# design 1

design_1/placement.png
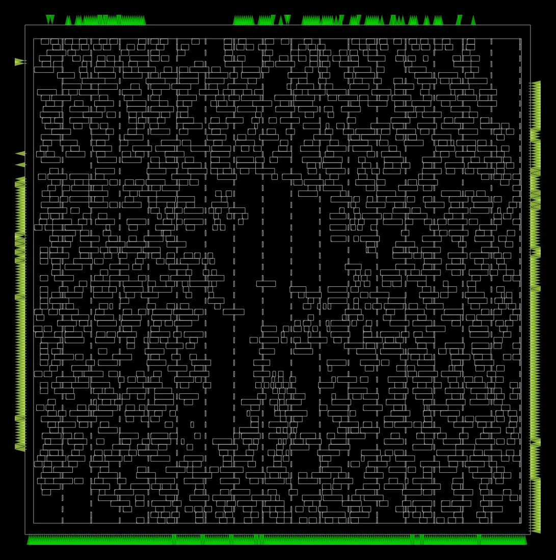

## src/rtl/apb_reg_subordinate_pkg.sv

```systemverilog
// Shared types and helpers for the APB register completer.
// Holds the FSM state encoding, prot bit positions and address decode helpers.
package apb_pkg;

    typedef enum logic [0:0] {
        ST_IDLE   = 1'b0,
        ST_ACCESS = 1'b1
    } apb_state_e;

    localparam int unsigned PRIV   = 0;
    localparam int unsigned NONSEC = 1;
    localparam int unsigned INSTR  = 2;

    function automatic int unsigned byte_lanes(input int unsigned data_width);
        return data_width / 8;
    endfunction

    // Byte offset from the block base to a register index.
    function automatic logic [63:0] offset_to_index(input logic [63:0] offset,
                                                    input int unsigned data_width);
        return offset >> $clog2(data_width / 8);
    endfunction

endpackage

```

## src/rtl/apb_reg_subordinate_if.sv

```systemverilog
// APB signal bundle for one selector lane, with manager and completer views.
interface apb_reg_subordinate_if #(
    parameter int unsigned AddrWidth = 32,
    parameter int unsigned DataWidth = 32
);
    logic                   select;
    logic                   enable;
    logic [AddrWidth-1:0]   addr;
    logic [3:0]             prot;
    logic                   write;
    logic [DataWidth-1:0]   wData;
    logic [DataWidth/8-1:0] strb;
    logic                   ready;
    logic [DataWidth-1:0]   rData;
    logic                   subError;

    modport master (
        output select, enable, addr, prot, write, wData, strb,
        input  ready, rData, subError
    );

    modport slave (
        input  select, enable, addr, prot, write, wData, strb,
        output ready, rData, subError
    );
endinterface

```

## src/rtl/apb_sub_reg.sv

```systemverilog
// One data-width register with byte-strobed update, read-only status select
// and a write pulse that follows each committed write by one cycle.
module apb_sub_reg
    import apb_pkg::*;
#(
    parameter int unsigned DataWidth = 32,
    parameter bit          ReadOnly  = 1'b0
) (
    input  logic                   clk,
    input  logic                   nReset,
    input  logic                   we,
    input  logic [DataWidth-1:0]   wdata,
    input  logic [DataWidth/8-1:0] strb,
    input  logic [DataWidth-1:0]   hw_in,
    output logic [DataWidth-1:0]   value,
    output logic [DataWidth-1:0]   rdata,
    output logic                   pulse
);
    localparam int unsigned Lanes = byte_lanes(DataWidth);

    logic [DataWidth-1:0] value_d;

    // Byte-lane merge: unstrobed lanes keep their stored value.
    always_comb begin
        value_d = value;
        if (we) begin
            for (int b = 0; b < Lanes; b++) begin
                if (strb[b]) begin
                    value_d[b*8 +: 8] = wdata[b*8 +: 8];
                end
            end
        end
    end

    always_ff @(posedge clk or negedge nReset) begin
        if (!nReset) begin
            value <= '0;
            pulse <= 1'b0;
        end else begin
            value <= value_d;
            pulse <= we;
        end
    end

    assign rdata = ReadOnly ? hw_in : value;

endmodule

```

## src/rtl/apb_reg_subordinate.sv

```systemverilog
// APB completer exposing RegNum registers with programmable wait states,
// byte-strobed writes, read-only status slots and error signalling.
module apb_reg_subordinate
    import apb_pkg::*;
#(
    parameter int unsigned          AddrWidth  = 32,
    parameter int unsigned          DataWidth  = 32,
    parameter int unsigned          RegNum     = 8,
    parameter logic [AddrWidth-1:0] BaseAddr   = '0,
    parameter int unsigned          WaitStates = 1,
    parameter logic [RegNum-1:0]    RoMask     = '0,
    parameter bit                   PrivOnly   = 1'b0
) (
    input  logic                          clk,
    input  logic                          nReset,
    apb_reg_subordinate_if.slave          bus,
    output logic [RegNum*DataWidth-1:0]   regOut,
    input  logic [RegNum*DataWidth-1:0]   hwIn,
    output logic [RegNum-1:0]             wrPulse
);
    localparam int unsigned Lanes = byte_lanes(DataWidth);
    localparam int unsigned CntW  = (WaitStates > 0) ? $clog2(WaitStates + 1) : 1;
    localparam int unsigned IdxW  = (RegNum > 1) ? $clog2(RegNum) : 1;
    localparam logic [AddrWidth-1:0] AlignMask = AddrWidth'(Lanes - 1);

    localparam logic [0:0] IDLE   = 1'(ST_IDLE);
    localparam logic [0:0] ACCESS = 1'(ST_ACCESS);

    logic [0:0]           state_q, state_d;
    logic [CntW-1:0]      cnt_q, cnt_d;
    logic [AddrWidth-1:0] addr_q, addr_d;
    logic                 write_q, write_d;
    logic [DataWidth-1:0] wdata_q, wdata_d;
    logic [Lanes-1:0]     strb_q, strb_d;
    logic                 priv_q, priv_d;

    logic [AddrWidth-1:0] offset;
    logic [63:0]          idx_full;
    logic [IdxW-1:0]      idx;
    logic                 in_range;
    logic                 misaligned;
    logic                 ro_hit;
    logic                 err_c;
    logic                 ready_c;
    logic                 commit_c;
    logic                 unused_prot;
    logic [DataWidth-1:0] rd_lane [RegNum];

    assign unused_prot = ^{bus.prot[INSTR], bus.prot[NONSEC], bus.prot[3]};

    always_ff @(posedge clk or negedge nReset) begin
        if (!nReset) begin
            state_q <= IDLE;
            cnt_q   <= '0;
            addr_q  <= '0;
            write_q <= 1'b0;
            wdata_q <= '0;
            strb_q  <= '0;
            priv_q  <= 1'b0;
        end else begin
            state_q <= state_d;
            cnt_q   <= cnt_d;
            addr_q  <= addr_d;
            write_q <= write_d;
            wdata_q <= wdata_d;
            strb_q  <= strb_d;
            priv_q  <= priv_d;
        end
    end

    // Transfer sequencing; the request is captured once in setup and held.
    always_comb begin
        state_d = state_q;
        cnt_d   = cnt_q;
        addr_d  = addr_q;
        write_d = write_q;
        wdata_d = wdata_q;
        strb_d  = strb_q;
        priv_d  = priv_q;
        case (state_q)
            IDLE: begin
                if (bus.select && !bus.enable) begin
                    state_d = ACCESS;
                    cnt_d   = CntW'(WaitStates);
                    addr_d  = bus.addr;
                    write_d = bus.write;
                    wdata_d = bus.wData;
                    strb_d  = bus.strb;
                    priv_d  = bus.prot[PRIV];
                end
            end
            ACCESS: begin
                if (!bus.select) begin
                    state_d = IDLE;
                end else if (bus.enable) begin
                    if (cnt_q != '0) begin
                        cnt_d = cnt_q - CntW'(1);
                    end else begin
                        state_d = IDLE;
                    end
                end
            end
            default: state_d = IDLE;
        endcase
    end

    // Decode of the latched address.
    assign offset     = addr_q - BaseAddr;
    assign idx_full   = offset_to_index(64'(offset), DataWidth);
    assign idx        = IdxW'(idx_full);
    assign in_range   = (addr_q >= BaseAddr) && (idx_full < 64'(RegNum));
    assign misaligned = (offset & AlignMask) != '0;
    assign ro_hit     = in_range && RoMask[idx];
    assign err_c      = misaligned || !in_range || (write_q && ro_hit) ||
                        (PrivOnly && !priv_q);

    assign ready_c  = (state_q == ACCESS) && bus.select && bus.enable && (cnt_q == '0);
    assign commit_c = ready_c && write_q && !err_c;

    assign bus.ready    = ready_c;
    assign bus.subError = ready_c && err_c;
    assign bus.rData    = (ready_c && !err_c && !write_q) ? rd_lane[idx] : '0;

    for (genvar i = 0; i < RegNum; i++) begin : g_reg
        apb_sub_reg #(
            .DataWidth (DataWidth),
            .ReadOnly  (RoMask[i])
        ) u_reg (
            .clk    (clk),
            .nReset (nReset),
            .we     (commit_c && (idx == IdxW'(i))),
            .wdata  (wdata_q),
            .strb   (strb_q),
            .hw_in  (hwIn[i*DataWidth +: DataWidth]),
            .value  (regOut[i*DataWidth +: DataWidth]),
            .rdata  (rd_lane[i]),
            .pulse  (wrPulse[i])
        );
    end

endmodule

```

## src/flat_wrapper.sv

```systemverilog
// flat-port wrapper written by rule: the top's interface ports become plain ports
module apb_reg_subordinate_flat import apb_pkg::*;
#(
    parameter int unsigned          AddrWidth  = 32,
    parameter int unsigned          DataWidth  = 32,
    parameter int unsigned          RegNum     = 8,
    parameter logic [AddrWidth-1:0] BaseAddr   = '0,
    parameter int unsigned          WaitStates = 1,
    parameter logic [RegNum-1:0]    RoMask     = '0,
    parameter bit                   PrivOnly   = 1'b0
)
  (clk, nReset, regOut, hwIn, wrPulse, bus_select, bus_enable, bus_addr, bus_prot, bus_write, bus_wData, bus_strb, bus_ready, bus_rData, bus_subError);
  apb_reg_subordinate_if #(.AddrWidth(AddrWidth), .DataWidth(DataWidth)) bus_i ();
  input  logic clk;
  input  logic nReset;
  output logic [RegNum*DataWidth-1:0] regOut;
  input  logic [RegNum*DataWidth-1:0] hwIn;
  output logic [RegNum-1:0] wrPulse;
  input wire logic [$bits(bus_i.select)-1:0] bus_select;
  input wire logic [$bits(bus_i.enable)-1:0] bus_enable;
  input wire logic [$bits(bus_i.addr)-1:0] bus_addr;
  input wire logic [$bits(bus_i.prot)-1:0] bus_prot;
  input wire logic [$bits(bus_i.write)-1:0] bus_write;
  input wire logic [$bits(bus_i.wData)-1:0] bus_wData;
  input wire logic [$bits(bus_i.strb)-1:0] bus_strb;
  output wire logic [$bits(bus_i.ready)-1:0] bus_ready;
  output wire logic [$bits(bus_i.rData)-1:0] bus_rData;
  output wire logic [$bits(bus_i.subError)-1:0] bus_subError;
  assign bus_i.select = bus_select;
  assign bus_i.enable = bus_enable;
  assign bus_i.addr = bus_addr;
  assign bus_i.prot = bus_prot;
  assign bus_i.write = bus_write;
  assign bus_i.wData = bus_wData;
  assign bus_i.strb = bus_strb;
  assign bus_ready = bus_i.ready;
  assign bus_rData = bus_i.rData;
  assign bus_subError = bus_i.subError;
  apb_reg_subordinate #(.AddrWidth(AddrWidth), .DataWidth(DataWidth), .RegNum(RegNum), .BaseAddr(BaseAddr), .WaitStates(WaitStates), .RoMask(RoMask), .PrivOnly(PrivOnly)) u_core (.clk(clk), .nReset(nReset), .bus(bus_i), .regOut(regOut), .hwIn(hwIn), .wrPulse(wrPulse));
endmodule
```

## config.mk

```make
export PLATFORM = sky130hd
export DESIGN_NAME = apb_reg_subordinate_flat
export DESIGN_NICKNAME = d
export VERILOG_FILES = /design/src/rtl/apb_reg_subordinate_pkg.sv /design/src/rtl/apb_reg_subordinate_if.sv /design/src/rtl/apb_sub_reg.sv /design/src/rtl/apb_reg_subordinate.sv /design/src/flat_wrapper.sv
export SDC_FILE = /design/constraint.sdc
export NUM_CORES = 1
export LEC_CHECK = 0
export CELL_PAD_IN_SITES_DETAIL_PLACEMENT = 1
export CELL_PAD_IN_SITES_GLOBAL_PLACEMENT = 1
export CORE_AREA = 4 4 240 242
export CTS_CLUSTER_DIAMETER = 50
export DETAILED_ROUTE_END_ITERATION = 8
export DIE_AREA = 0 0 244 246
export GPL_TIMING_DRIVEN = 1
export PLACE_DENSITY_LB_ADDON = 0.08
export SLEW_MARGIN = 5
export SYNTH_ARGS = -nofsm -noshare
export SYNTH_HDL_FRONTEND = slang
export SYNTH_SLANG_ARGS = --single-unit
```

## constraint.sdc

```tcl
create_clock -name clk -period 3.11 [get_ports clk]
set_input_delay 0.622 -clock clk [delete_from_list [all_inputs] [get_ports clk]]
set_output_delay 0.622 -clock clk [all_outputs]
set_load 0.02 [all_outputs]
```

# design 2

## src/rtl/mem_port_arbiter_pkg.sv

```systemverilog
// Shared types for the memory port arbiter: FSM state encoding, one-hot
// grant codes and the round-robin pointer update rule.
package mem_port_arbiter_pkg;

    typedef enum logic [1:0] {
        ST_IDLE = 2'd0,
        ST_BUSY = 2'd1,
        ST_ACK  = 2'd2
    } arb_state_e;

    localparam logic [1:0] GNT_NONE = 2'b00;
    localparam logic [1:0] GNT_IF   = 2'b01;
    localparam logic [1:0] GNT_DM   = 2'b10;

    // Pointer moves to the loser: 1 means the data port wins the next tie.
    function automatic logic next_ptr(input logic [1:0] gnt);
        return gnt[0];
    endfunction

endpackage

```

## src/rtl/mem_port_arbiter_rr_arb2.sv

```systemverilog
// Two-way round-robin picker (bit 0 = fetch, bit 1 = data).
// The tie-break pointer resets data-first and advances when a pick is taken.
module rr_arb2
    import mem_port_arbiter_pkg::*;
(
    input  logic       clk,
    input  logic       reset,
    input  logic [1:0] req,
    input  logic       advance,
    output logic [1:0] gnt
);

    logic       ptr_r;
    logic [1:0] gnt_s;

    // Combinational pick: a lone requester always wins, ties follow the pointer.
    always_comb begin
        gnt_s = GNT_NONE;
        case (req)
            2'b01:   gnt_s = GNT_IF;
            2'b10:   gnt_s = GNT_DM;
            2'b11:   gnt_s = ptr_r ? GNT_DM : GNT_IF;
            default: gnt_s = GNT_NONE;
        endcase
    end

    // Tie-break pointer register.
    always_ff @(posedge clk or negedge reset) begin
        if (!reset) begin
            ptr_r <= 1'b1;
        end else if (advance && (gnt_s != GNT_NONE)) begin
            ptr_r <= next_ptr(gnt_s);
        end else begin
            ptr_r <= ptr_r;
        end
    end

    assign gnt = gnt_s;

endmodule

```

## src/rtl/mem_port_arbiter.sv

```systemverilog
// Shares one single-ported memory between the fetch and data ports, one
// transaction in flight. Optional watchdog abort enabled by MEM_ARB_WDT_EN.
module mem_port_arbiter
    import mem_port_arbiter_pkg::*;
#(
    parameter int ADDR_W  = 16,
    parameter int DATA_W  = 16,
    parameter int TIMEOUT = 64
) (
    input  logic              clk,
    input  logic              reset,
    input  logic              if_req,
    input  logic [ADDR_W-1:0] if_addr,
    output logic [DATA_W-1:0] if_rdata,
    output logic              if_ack,
    input  logic              dm_req,
    input  logic              dm_we,
    input  logic [ADDR_W-1:0] dm_addr,
    input  logic [DATA_W-1:0] dm_wdata,
    output logic [DATA_W-1:0] dm_rdata,
    output logic              dm_ack,
    output logic              mem_req,
    output logic              mem_we,
    output logic [ADDR_W-1:0] mem_addr,
    output logic [DATA_W-1:0] mem_wdata,
    input  logic [DATA_W-1:0] mem_rdata,
    input  logic              mem_ready,
    output logic [1:0]        grant,
    output logic              busy,
    output logic              err
);

    arb_state_e        state_r;
    logic [1:0]        grant_r;
    logic [1:0]        pick_s;
    logic              mem_req_r;
    logic              mem_we_r;
    logic [ADDR_W-1:0] mem_addr_r;
    logic [DATA_W-1:0] mem_wdata_r;
    logic [DATA_W-1:0] if_rdata_r;
    logic [DATA_W-1:0] dm_rdata_r;
    logic              if_ack_r;
    logic              dm_ack_r;
    logic              busy_r;

    // A watchdog limit below one cycle is meaningless; nothing is built for it.
    if (TIMEOUT < 1) begin : g_timeout_out_of_range
    end

`ifdef MEM_ARB_WDT_EN
    localparam int WDT_W = $clog2(TIMEOUT + 1);
    localparam logic [WDT_W-1:0] WDT_LAST = WDT_W'(TIMEOUT - 1);

    logic [WDT_W-1:0] wdt_cnt_r;
    logic             err_r;
`endif

    rr_arb2 u_rr_arb2 (
        .clk     (clk),
        .reset   (reset),
        .req     ({dm_req, if_req}),
        .advance (state_r == ST_IDLE),
        .gnt     (pick_s)
    );

    // Transaction FSM with all port-facing registers.
    always_ff @(posedge clk or negedge reset) begin
        if (!reset) begin
            state_r     <= ST_IDLE;
            grant_r     <= GNT_NONE;
            mem_req_r   <= 1'b0;
            mem_we_r    <= 1'b0;
            mem_addr_r  <= {ADDR_W{1'b0}};
            mem_wdata_r <= {DATA_W{1'b0}};
            if_rdata_r  <= {DATA_W{1'b0}};
            dm_rdata_r  <= {DATA_W{1'b0}};
            if_ack_r    <= 1'b0;
            dm_ack_r    <= 1'b0;
            busy_r      <= 1'b0;
`ifdef MEM_ARB_WDT_EN
            wdt_cnt_r   <= {WDT_W{1'b0}};
            err_r       <= 1'b0;
`endif
        end else begin
            case (state_r)
                ST_IDLE: begin
                    if (pick_s != GNT_NONE) begin
                        state_r     <= ST_BUSY;
                        grant_r     <= pick_s;
                        busy_r      <= 1'b1;
                        mem_req_r   <= 1'b1;
                        // Fetch never writes, so only the data port can raise mem_we.
                        mem_we_r    <= pick_s[1] & dm_we;
                        mem_addr_r  <= pick_s[1] ? dm_addr : if_addr;
                        mem_wdata_r <= pick_s[1] ? dm_wdata : {DATA_W{1'b0}};
`ifdef MEM_ARB_WDT_EN
                        wdt_cnt_r   <= {WDT_W{1'b0}};
`endif
                    end else begin
                        state_r <= ST_IDLE;
                    end
                end
                ST_BUSY: begin
                    if (mem_ready) begin
                        state_r   <= ST_ACK;
                        mem_req_r <= 1'b0;
                        if (grant_r[1]) begin
                            dm_ack_r <= 1'b1;
                            if (!mem_we_r) begin
                                dm_rdata_r <= mem_rdata;
                            end
                        end else begin
                            if_ack_r   <= 1'b1;
                            if_rdata_r <= mem_rdata;
                        end
                    end
`ifdef MEM_ARB_WDT_EN
                    else if (wdt_cnt_r == WDT_LAST) begin
                        // Abort: owner gets its ack with err, read data untouched.
                        state_r   <= ST_ACK;
                        mem_req_r <= 1'b0;
                        dm_ack_r  <= grant_r[1];
                        if_ack_r  <= grant_r[0];
                        err_r     <= 1'b1;
                    end else begin
                        wdt_cnt_r <= wdt_cnt_r + WDT_W'(1);
                    end
`else
                    else begin
                        state_r <= ST_BUSY;
                    end
`endif
                end
                ST_ACK: begin
                    state_r  <= ST_IDLE;
                    grant_r  <= GNT_NONE;
                    busy_r   <= 1'b0;
                    if_ack_r <= 1'b0;
                    dm_ack_r <= 1'b0;
`ifdef MEM_ARB_WDT_EN
                    err_r    <= 1'b0;
`endif
                end
                default: begin
                    state_r   <= ST_IDLE;
                    grant_r   <= GNT_NONE;
                    busy_r    <= 1'b0;
                    mem_req_r <= 1'b0;
                    if_ack_r  <= 1'b0;
                    dm_ack_r  <= 1'b0;
                end
            endcase
        end
    end

    assign if_rdata  = if_rdata_r;
    assign if_ack    = if_ack_r;
    assign dm_rdata  = dm_rdata_r;
    assign dm_ack    = dm_ack_r;
    assign mem_req   = mem_req_r;
    assign mem_we    = mem_we_r;
    assign mem_addr  = mem_addr_r;
    assign mem_wdata = mem_wdata_r;
    assign grant     = grant_r;
    assign busy      = busy_r;
`ifdef MEM_ARB_WDT_EN
    assign err       = err_r;
`else
    assign err       = 1'b0;
`endif

endmodule
```

## config.mk

```make
export PLATFORM = sky130hd
export DESIGN_NAME = mem_port_arbiter
export DESIGN_NICKNAME = d
export VERILOG_FILES = /design/src/rtl/mem_port_arbiter_pkg.sv /design/src/rtl/mem_port_arbiter_rr_arb2.sv /design/src/rtl/mem_port_arbiter.sv
export SDC_FILE = /design/constraint.sdc
export NUM_CORES = 1
export LEC_CHECK = 0
export ABC_AREA = 1
export CAP_MARGIN = 20
export CORE_ASPECT_RATIO = 1.1
export CORE_MARGIN = 4
export CORE_UTILIZATION = 40
export CTS_CLUSTER_SIZE = 25
export DETAILED_ROUTE_END_ITERATION = 12
export GPL_TIMING_DRIVEN = 0
export PLACE_DENSITY = 0.77
export SYNTH_ARGS = -nofsm -noshare
export SYNTH_HDL_FRONTEND = slang
export SYNTH_SLANG_ARGS = --single-unit
```

## constraint.sdc

```tcl
create_clock -name clk -period 1.5 [get_ports clk]
set_input_delay 0.3 -clock clk [delete_from_list [all_inputs] [get_ports clk]]
set_output_delay 0.3 -clock clk [all_outputs]
set_load 0.01 [all_outputs]
```

# design 3

File: src/rtl/fetch_pkg.sv
// Shared types and instruction field positions for the instruction fetch unit.
package fetch_pkg;

    typedef enum logic [1:0] {
        IDLE = 2'd0,
        REQ  = 2'd1,
        HOLD = 2'd2
    } fetch_state_t;

    localparam int INST_W     = 32;
    localparam int OPCODE_MSB = 31;
    localparam int OPCODE_LSB = 21;
    localparam int COND19_MSB = 23;
    localparam int COND19_LSB = 5;
    localparam int IMM26_MSB  = 25;
    localparam int IMM26_LSB  = 0;
    localparam int PC_INC     = 4;

endpackage

File: src/rtl/branch_target_calc.sv
// Combinational next-PC selection: sequential step or a word-scaled signed
// branch offset taken from the held instruction.
module branch_target_calc
    import fetch_pkg::*;
#(
    parameter int ADDR_W  = 64,
    parameter int INSTR_W = 32
) (
    input  logic [ADDR_W-1:0]  pc,
    input  logic [INSTR_W-1:0] instr,
    input  logic               UncondBr,
    input  logic               BrTaken,
    output logic [ADDR_W-1:0]  next_pc
);

    localparam int C19_W = COND19_MSB - COND19_LSB + 1;
    localparam int I26_W = IMM26_MSB - IMM26_LSB + 1;

    logic [ADDR_W-1:0] off_cond;
    logic [ADDR_W-1:0] off_imm;

    // Offsets count instructions, so scale by four bytes after sign extension.
    assign off_cond = {{(ADDR_W-C19_W){instr[COND19_MSB]}}, instr[COND19_MSB:COND19_LSB]} << 2;
    assign off_imm  = {{(ADDR_W-I26_W){instr[IMM26_MSB]}}, instr[IMM26_MSB:IMM26_LSB]} << 2;

    wire unused_opcode_bits = ^instr[INSTR_W-1:IMM26_MSB+1];

    always_comb begin
        next_pc = pc + ADDR_W'(PC_INC);
        if (BrTaken) begin
            next_pc = pc + (UncondBr ? off_cond : off_imm);
        end
    end

endmodule

File: src/rtl/instr_fetch_unit.sv
// Owns the PC, fetches from variable-latency instruction memory and holds the
// current instruction for control until it retires.
//
// state | meaning
// IDLE  | one cycle after reset, no request outstanding
// REQ   | request for pc outstanding, waiting for imem_ready
// HOLD  | instruction held for control, retires when stall drops
module instr_fetch_unit #(
    parameter int                ADDR_W   = 64,
    parameter int                INST_W   = fetch_pkg::INST_W,
    parameter logic [ADDR_W-1:0] RESET_PC = '0
) (
    input  logic              clk,
    input  logic              reset,
    input  logic              BrTaken,
    input  logic              UncondBr,
    input  logic              stall,
    output logic              imem_req,
    output logic [ADDR_W-1:0] imem_addr,
    input  logic              imem_ready,
    input  logic [INST_W-1:0] imem_rdata,
    output logic [INST_W-1:0] instr,
    output logic [10:0]       OpCode,
    output logic              instr_valid,
    output logic [ADDR_W-1:0] pc,
    output logic [31:0]       retire_count
);

    import fetch_pkg::*;

    fetch_state_t      state;
    logic [ADDR_W-1:0] next_pc;

    branch_target_calc #(
        .ADDR_W  (ADDR_W),
        .INSTR_W (INST_W)
    ) u_branch_target_calc (
        .pc       (pc),
        .instr    (instr),
        .UncondBr (UncondBr),
        .BrTaken  (BrTaken),
        .next_pc  (next_pc)
    );

    assign imem_addr = pc;
    assign OpCode    = instr[OPCODE_MSB:OPCODE_LSB];

    // imem_req is registered alongside the state so it is high exactly in REQ.
    always_ff @(posedge clk or posedge reset) begin
        if (reset) begin
            state        <= IDLE;
            pc           <= RESET_PC;
            instr        <= '0;
            instr_valid  <= 1'b0;
            imem_req     <= 1'b0;
            retire_count <= '0;
        end else begin
            case (state)
                IDLE: begin
                    state    <= REQ;
                    imem_req <= 1'b1;
                end
                REQ: begin
                    if (imem_ready) begin
                        instr       <= imem_rdata;
                        instr_valid <= 1'b1;
                        imem_req    <= 1'b0;
                        state       <= HOLD;
                    end
                end
                HOLD: begin
                    if (!stall) begin
                        pc           <= next_pc;
                        instr_valid  <= 1'b0;
                        retire_count <= retire_count + 32'd1;
                        imem_req     <= 1'b1;
                        state        <= REQ;
                    end
                end
                default: begin
                    state    <= IDLE;
                    imem_req <= 1'b0;
                end
            endcase
        end
    end

    a_req_only_in_req: assert property (
        @(posedge clk) disable iff (reset) (state != REQ) |-> !imem_req
    );

endmodule

File: config.mk
export PLATFORM = sky130hd
export DESIGN_NAME = instr_fetch_unit
export DESIGN_NICKNAME = d
export VERILOG_FILES = /design/src/rtl/fetch_pkg.sv /design/src/rtl/branch_target_calc.sv /design/src/rtl/instr_fetch_unit.sv
export SDC_FILE = /design/constraint.sdc
export NUM_CORES = 1
export LEC_CHECK = 0
export CORE_AREA = 3 3 181 183
export CTS_CLUSTER_DIAMETER = 60
export CTS_CLUSTER_SIZE = 28
export DETAILED_ROUTE_END_ITERATION = 7
export DIE_AREA = 0 0 184 186
export PLACE_DENSITY = 0.59
export SLEW_MARGIN = 20
export SYNTH_ARGS = -nofsm -noshare
export SYNTH_HDL_FRONTEND = slang
export SYNTH_SLANG_ARGS = --single-unit
File: constraint.sdc
create_clock -name clk -period 7 [get_ports clk]
set_input_delay 1.4 -clock clk [delete_from_list [all_inputs] [get_ports clk]]
set_output_delay 1.4 -clock clk [all_outputs]
set_load 0.02 [all_outputs]
# design 4

==> config.mk <==
export PLATFORM = sky130hd
export DESIGN_NAME = stp_collector
export DESIGN_NICKNAME = d
export VERILOG_FILES = /design/src/rtl/stp_collector.sv
export SDC_FILE = /design/constraint.sdc
export NUM_CORES = 1
export LEC_CHECK = 0
export CAP_MARGIN = 0
export CORE_UTILIZATION = 30
export DETAILED_ROUTE_END_ITERATION = 8
export SYNTH_ARGS = -nofsm -noshare
export SYNTH_HDL_FRONTEND = slang
export SYNTH_SLANG_ARGS = --single-unit
==> constraint.sdc <==
create_clock -name clk -period 3.3 [get_ports clk]
set_clock_uncertainty 0.1 [all_clocks]
set_input_delay 0.495 -clock clk [delete_from_list [all_inputs] [get_ports clk]]
set_output_delay 0.495 -clock clk [all_outputs]
set_load 0.005 [all_outputs]
==> src/rtl/stp_collector.sv <==
// Serial-to-parallel frame collector: gathers DEPTH words of WIDTH bits
// into a double-buffered parallel frame with a valid/ack handshake.
module stp_collector #(
    parameter int WIDTH = 25,
    parameter int DEPTH = 20
) (
    input  logic                       clk,
    input  logic                       rst_n,
    input  logic [WIDTH-1:0]           datain,
    input  logic                       in_valid,
    input  logic                       sync,
    input  logic                       frame_ack,
    output logic [WIDTH*DEPTH-1:0]     dataout,
    output logic                       frame_valid,
    output logic                       overrun,
    output logic [$clog2(DEPTH)-1:0]   count
);

    localparam int CW = $clog2(DEPTH);
    localparam logic [CW-1:0] LAST = CW'(DEPTH - 1);

    logic [WIDTH-1:0]       fill [DEPTH-1];
    logic [WIDTH*DEPTH-1:0] next_frame;
    logic                   done;

    // The final word bypasses the fill buffer straight into the frame.
    always_comb begin
        next_frame = '0;
        for (int k = 0; k < DEPTH - 1; k++) begin
            next_frame[k*WIDTH +: WIDTH] = fill[k];
        end
        next_frame[(DEPTH-1)*WIDTH +: WIDTH] = datain;
    end

    assign done = in_valid && !sync && (count == LAST);

    always_ff @(posedge clk or negedge rst_n) begin
        if (!rst_n) begin
            count       <= '0;
            frame_valid <= 1'b0;
            overrun     <= 1'b0;
            dataout     <= '0;
            for (int k = 0; k < DEPTH - 1; k++) begin
                fill[k] <= '0;
            end
        end else begin
            if (in_valid) begin
                if (sync) begin
                    fill[0] <= datain;
                    count   <= CW'(1);
                end else if (count == LAST) begin
                    dataout <= next_frame;
                    count   <= '0;
                end else begin
                    fill[count] <= datain;
                    count       <= count + CW'(1);
                end
            end else if (sync) begin
                count <= '0;
            end

            if (done) begin
                frame_valid <= 1'b1;
            end else if (frame_ack) begin
                frame_valid <= 1'b0;
            end

            if (done && frame_valid && !frame_ack) begin
                overrun <= 1'b1;
            end else if (sync) begin
                overrun <= 1'b0;
            end
        end
    end

endmodule

design_3/placement.png
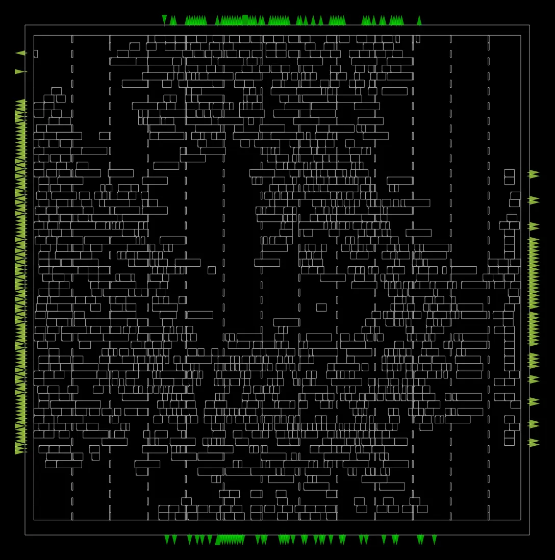
Finished Layout Cells: 1622
Row Count: 65

==> ci_impl_report.md, design 3 <==
### Yosys + OpenROAD results

| Metric | Value |
|---|---|
| Status | `completed` |
| Die width | `184 µm` |
| Max_cap viols | `0` |
| Multi-In Gates | `797` |
| Ys cells | `1053` |
| Pwr per Cell Area | `460.9 nW/µm²` |
| Worst VDD drop | `0.0002557 V` |
| Antenna diodes | `0` |
| TritonCTS clock tree | `done` |
| Core area | `31390 µm²` |
| CP startpoint | `UncondBr` |
| Seq group | `1.37 mW` |
| Postcts setup bufs | `0` |
| P_int | `3.043 mW` |
| Final Cycle Share | `75.71%` |
| Post-Layout Inst Area | `12190 µm²` |
| Main logic family | `AND-OR/OR-AND gates` |
| R2R Setup Slk | `2.92 ns` |
| Grt total ovfl | `0` |
| Final worst setup slack | `1.700 ns` |
| Ports | `243` |
| Clk pwr share | `15.7%` |
| Detailed Routing Iterations Pass 1 | `5` |
| Clock Sinks | `129` |
| M2 GR Usage | `24.69%` |
| EDFF count, synth | `0` |
| Top Layout Cells | `238 x clkdlybuf4s50_1, 131 x nand2_1, 129 x dfrtp_1, 87 x o21ai_0, 77 x a21oi_1` |
| Combinational fraction of design power | `59.8%` |
| GR Util met3 | `3.869%` |
| Main flop type | `dfrtp_1` |
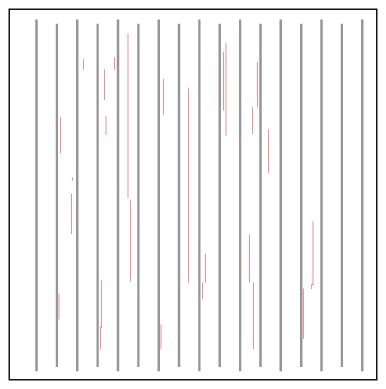
design_1/layer_met4.png
(1.5 px per µm) Supply wires on this layer in gray.
longest straight run = 130 µm
share of all routed wire = 1.6%
main direction = vertical
nets with wire on the layer = 9
wire length on this layer = 859 µm
final WL: 53800 µm
Vias: 10010

## Picture notes: design_1/placement.png
Seq/total area: 38.26%
tap cells: 748

==> ci_impl_report.md, design 1 <==
### Yosys + OpenROAD results

| Metric | Value |
|---|---|
| Met2 WL post-DR | `25010 µm` |
| PortBufs | `370` |
| Max_cap viols | `0` |
| XORs/XNORs by Area | `0%` |
| Inst Count DP | `2048` |
| Hold_buf cts | `0` |
| Status | `completed` |
| Flops after synth | `335` |
| Area share, top type | `56.66%` |
| Die area | `60020 µm²` |
| Top cell excl fill/tap | `clkdlybuf4s50_1` |
| Fraction of cell area in non-clock buffers | `20.53%` |
| Late-Pin Clk Latency | `0.58 ns` |
| Seq. cell area | `8392 µm²` |
| Multi-In Gates | `530` |
| Root Driver | `clkbuf_16` |
| Reg2reg start | `u_core.addr_q[19]$_DFFE_PN0P_` |
| Largest cell class by area | `sequential cells` |
| Postcts setup bufs | `4` |
| Clock Skew | `0.03092 ns` |
| Inverter count | `2` |
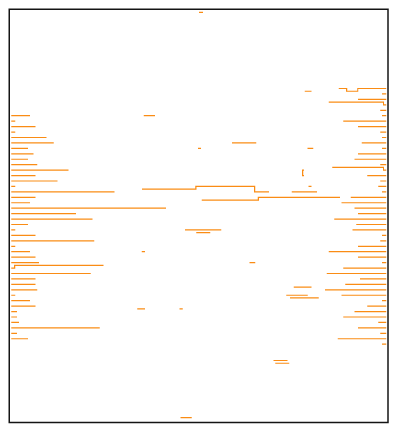
design_2/layer_met3.png
(4 px per µm)
main direction = horizontal
nets with wire on the layer = 102
final WL: 8612 µm
GR Util met3: 5.255%
Vias: 3035

==> ci_impl_report.md, design 2 <==
### Yosys + OpenROAD results

| Metric | Value |
|---|---|
| Flops after synth | `74` |
| Ys async rst share | `100.0%` |
| Crit-path max FO | `4` |
| Multi-In Gates | `261` |
| Seq pwr share | `38.7%` |
| Largest cell class by area | `sequential cells` |
| Seq. cell area | `1854 µm²` |
| R2R Setup Slk | `0.14 ns` |
| XORs/XNORs by Area | `0%` |
| Status | `completed` |
| DR top layer | `met4` |
| Yosys Chip Area | `3277 µm²` |
| Clock Skew | `0.009229 ns` |
| Final tally of setup violations | `0` |
| Max_cap viols | `0` |
| Detail Route met3 WL | `774 µm` |
| Hold_buf cts | `1` |
| Pwr per Cell Area | `1763 nW/µm²` |
| DP Wirelength | `6543 µm` |
| Main logic family | `simple AND/OR/NAND/NOR gates` |
| CTS H-tree lvls | `3` |
| Nets | `616` |
| Combinational fraction of design power | `43.3%` |
| Psw | `3.372 mW` |
| Util after Layout | `62.32%` |
| CP endpoint | `grant[1]` |
| Top cell excl fill/tap | `nand2_1` |
| Tap cells | `108` |
| Crit-path leading delay family | `flip-flops` |
| Met1 usage | `22.32%` |
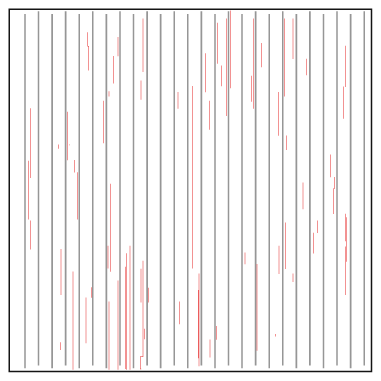
design_4/layer_met4.png
(1 px per µm) Supply wires on this layer in gray.
wire length on this layer = 3000 µm
share of all routed wire = 2.7%
nets with wire on the layer = 27
main direction = vertical
longest straight run = 182 µm
final WL: 109400 µm
Vias: 20440

==> ci_impl_report.md, design 4 <==
### Yosys + OpenROAD results

| Metric | Value |
|---|---|
| Synth Area in Simple Gates | `0.7361%` |
| Post-synth top cells | `982 x dfrtp_1, 575 x mux2_2, 400 x mux2_4, 54 x clkbuf_1, 51 x buf_2` |
| Slowest-stage cell, CP | `dfrtp_1` |
| Mux cell area share | `32.37%` |
| Pin slew with the least headroom to its limit | `1.030 ns` |
| Initial DRC count | `1072` |
| Final tally of setup violations | `0` |
| Final worst setup slack | `0.6486 ns` |
| Postcts setup bufs | `0` |
| Most flop-heavy register | `dataout` |
| Wire length per cell | `24.32 µm` |
| M2 GR Usage | `27.84%` |
| DR top layer | `met5` |
| Status | `completed` |
| Crit-path max FO | `17` |
| Worst Setup End Kind | `primary output` |
| Drt via density | `4.544` |
| # clk buffers | `160` |
| Adder Area Share | `0.1621%` |
| Grt total ovfl | `0` |
| CP startpoint | `count[2]$_DFFE_PN0P_` |
| FF-to-FF End | `dataout[38]$_DFFE_PN0P_` |
| Top cell excl fill/tap | `dfrtp_1` |
| Registers | `982` |
| Count leader, synth | `dfrtp_1` |
| Initial antenna violation count | `15` |
| Late-Pin Clk Latency | `0.74 ns` |
| Antenna diodes | `2` |
| Reg2reg start | `count[2]$_DFFE_PN0P_` |
| Arr. time, crit path | `2.06 ns` |

## Gallery

Metal 1.
(a)
(2 px per µm) Supply wires on this layer in gray.
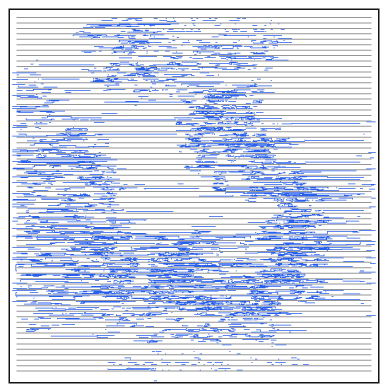
(b)
(1.5 px per µm) Supply wires on this layer in gray.
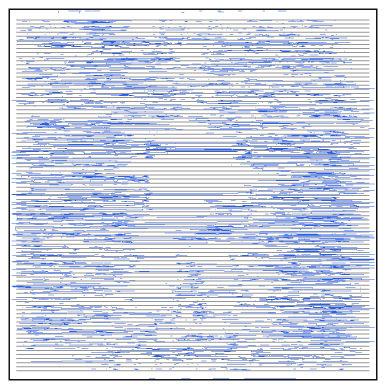
(c)
(4 px per µm) Supply wires on this layer in gray.
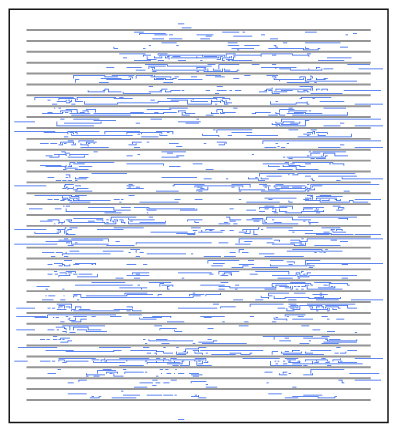
(d)
(1 px per µm) Supply wires on this layer in gray.
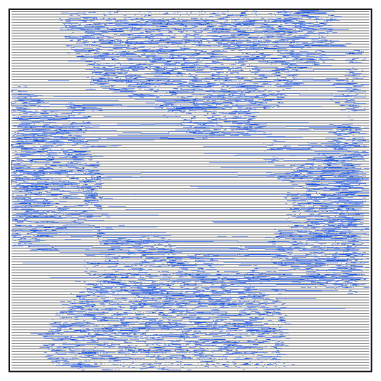
(a): design 3
(b): design 1
(d): design 4
(c): design 2
- largest die: (d)
- smallest die: (c)

Key to (d):
main direction = horizontal
wire length on this layer = 47.5 mm
share of all routed wire = 43%
longest straight run = 176 µm



==> screenshots <==
The metal 3 layer.
Plate I
(1 px per µm)
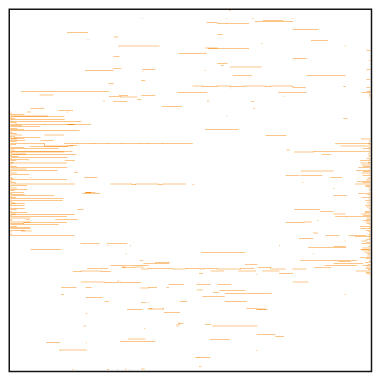
Plate II
(1.5 px per µm)
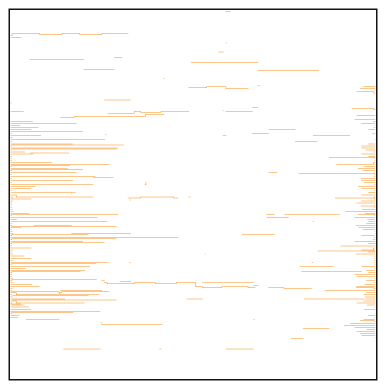
Plate III
(2 px per µm)
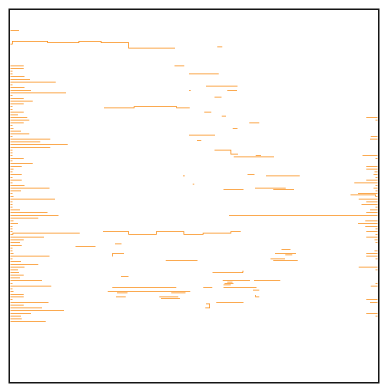
Plate II: design 1
Plate I: design 4
Plate III: design 3
- smallest die: Plate III
- largest die: Plate I

Key to Plate III:
main direction = horizontal
share of all routed wire = 6.0%
nets with wire on the layer = 184
longest straight run = 73.8 µm
wire length on this layer = 1610 µm

Power is estimated from default activity; no workload was simulated.
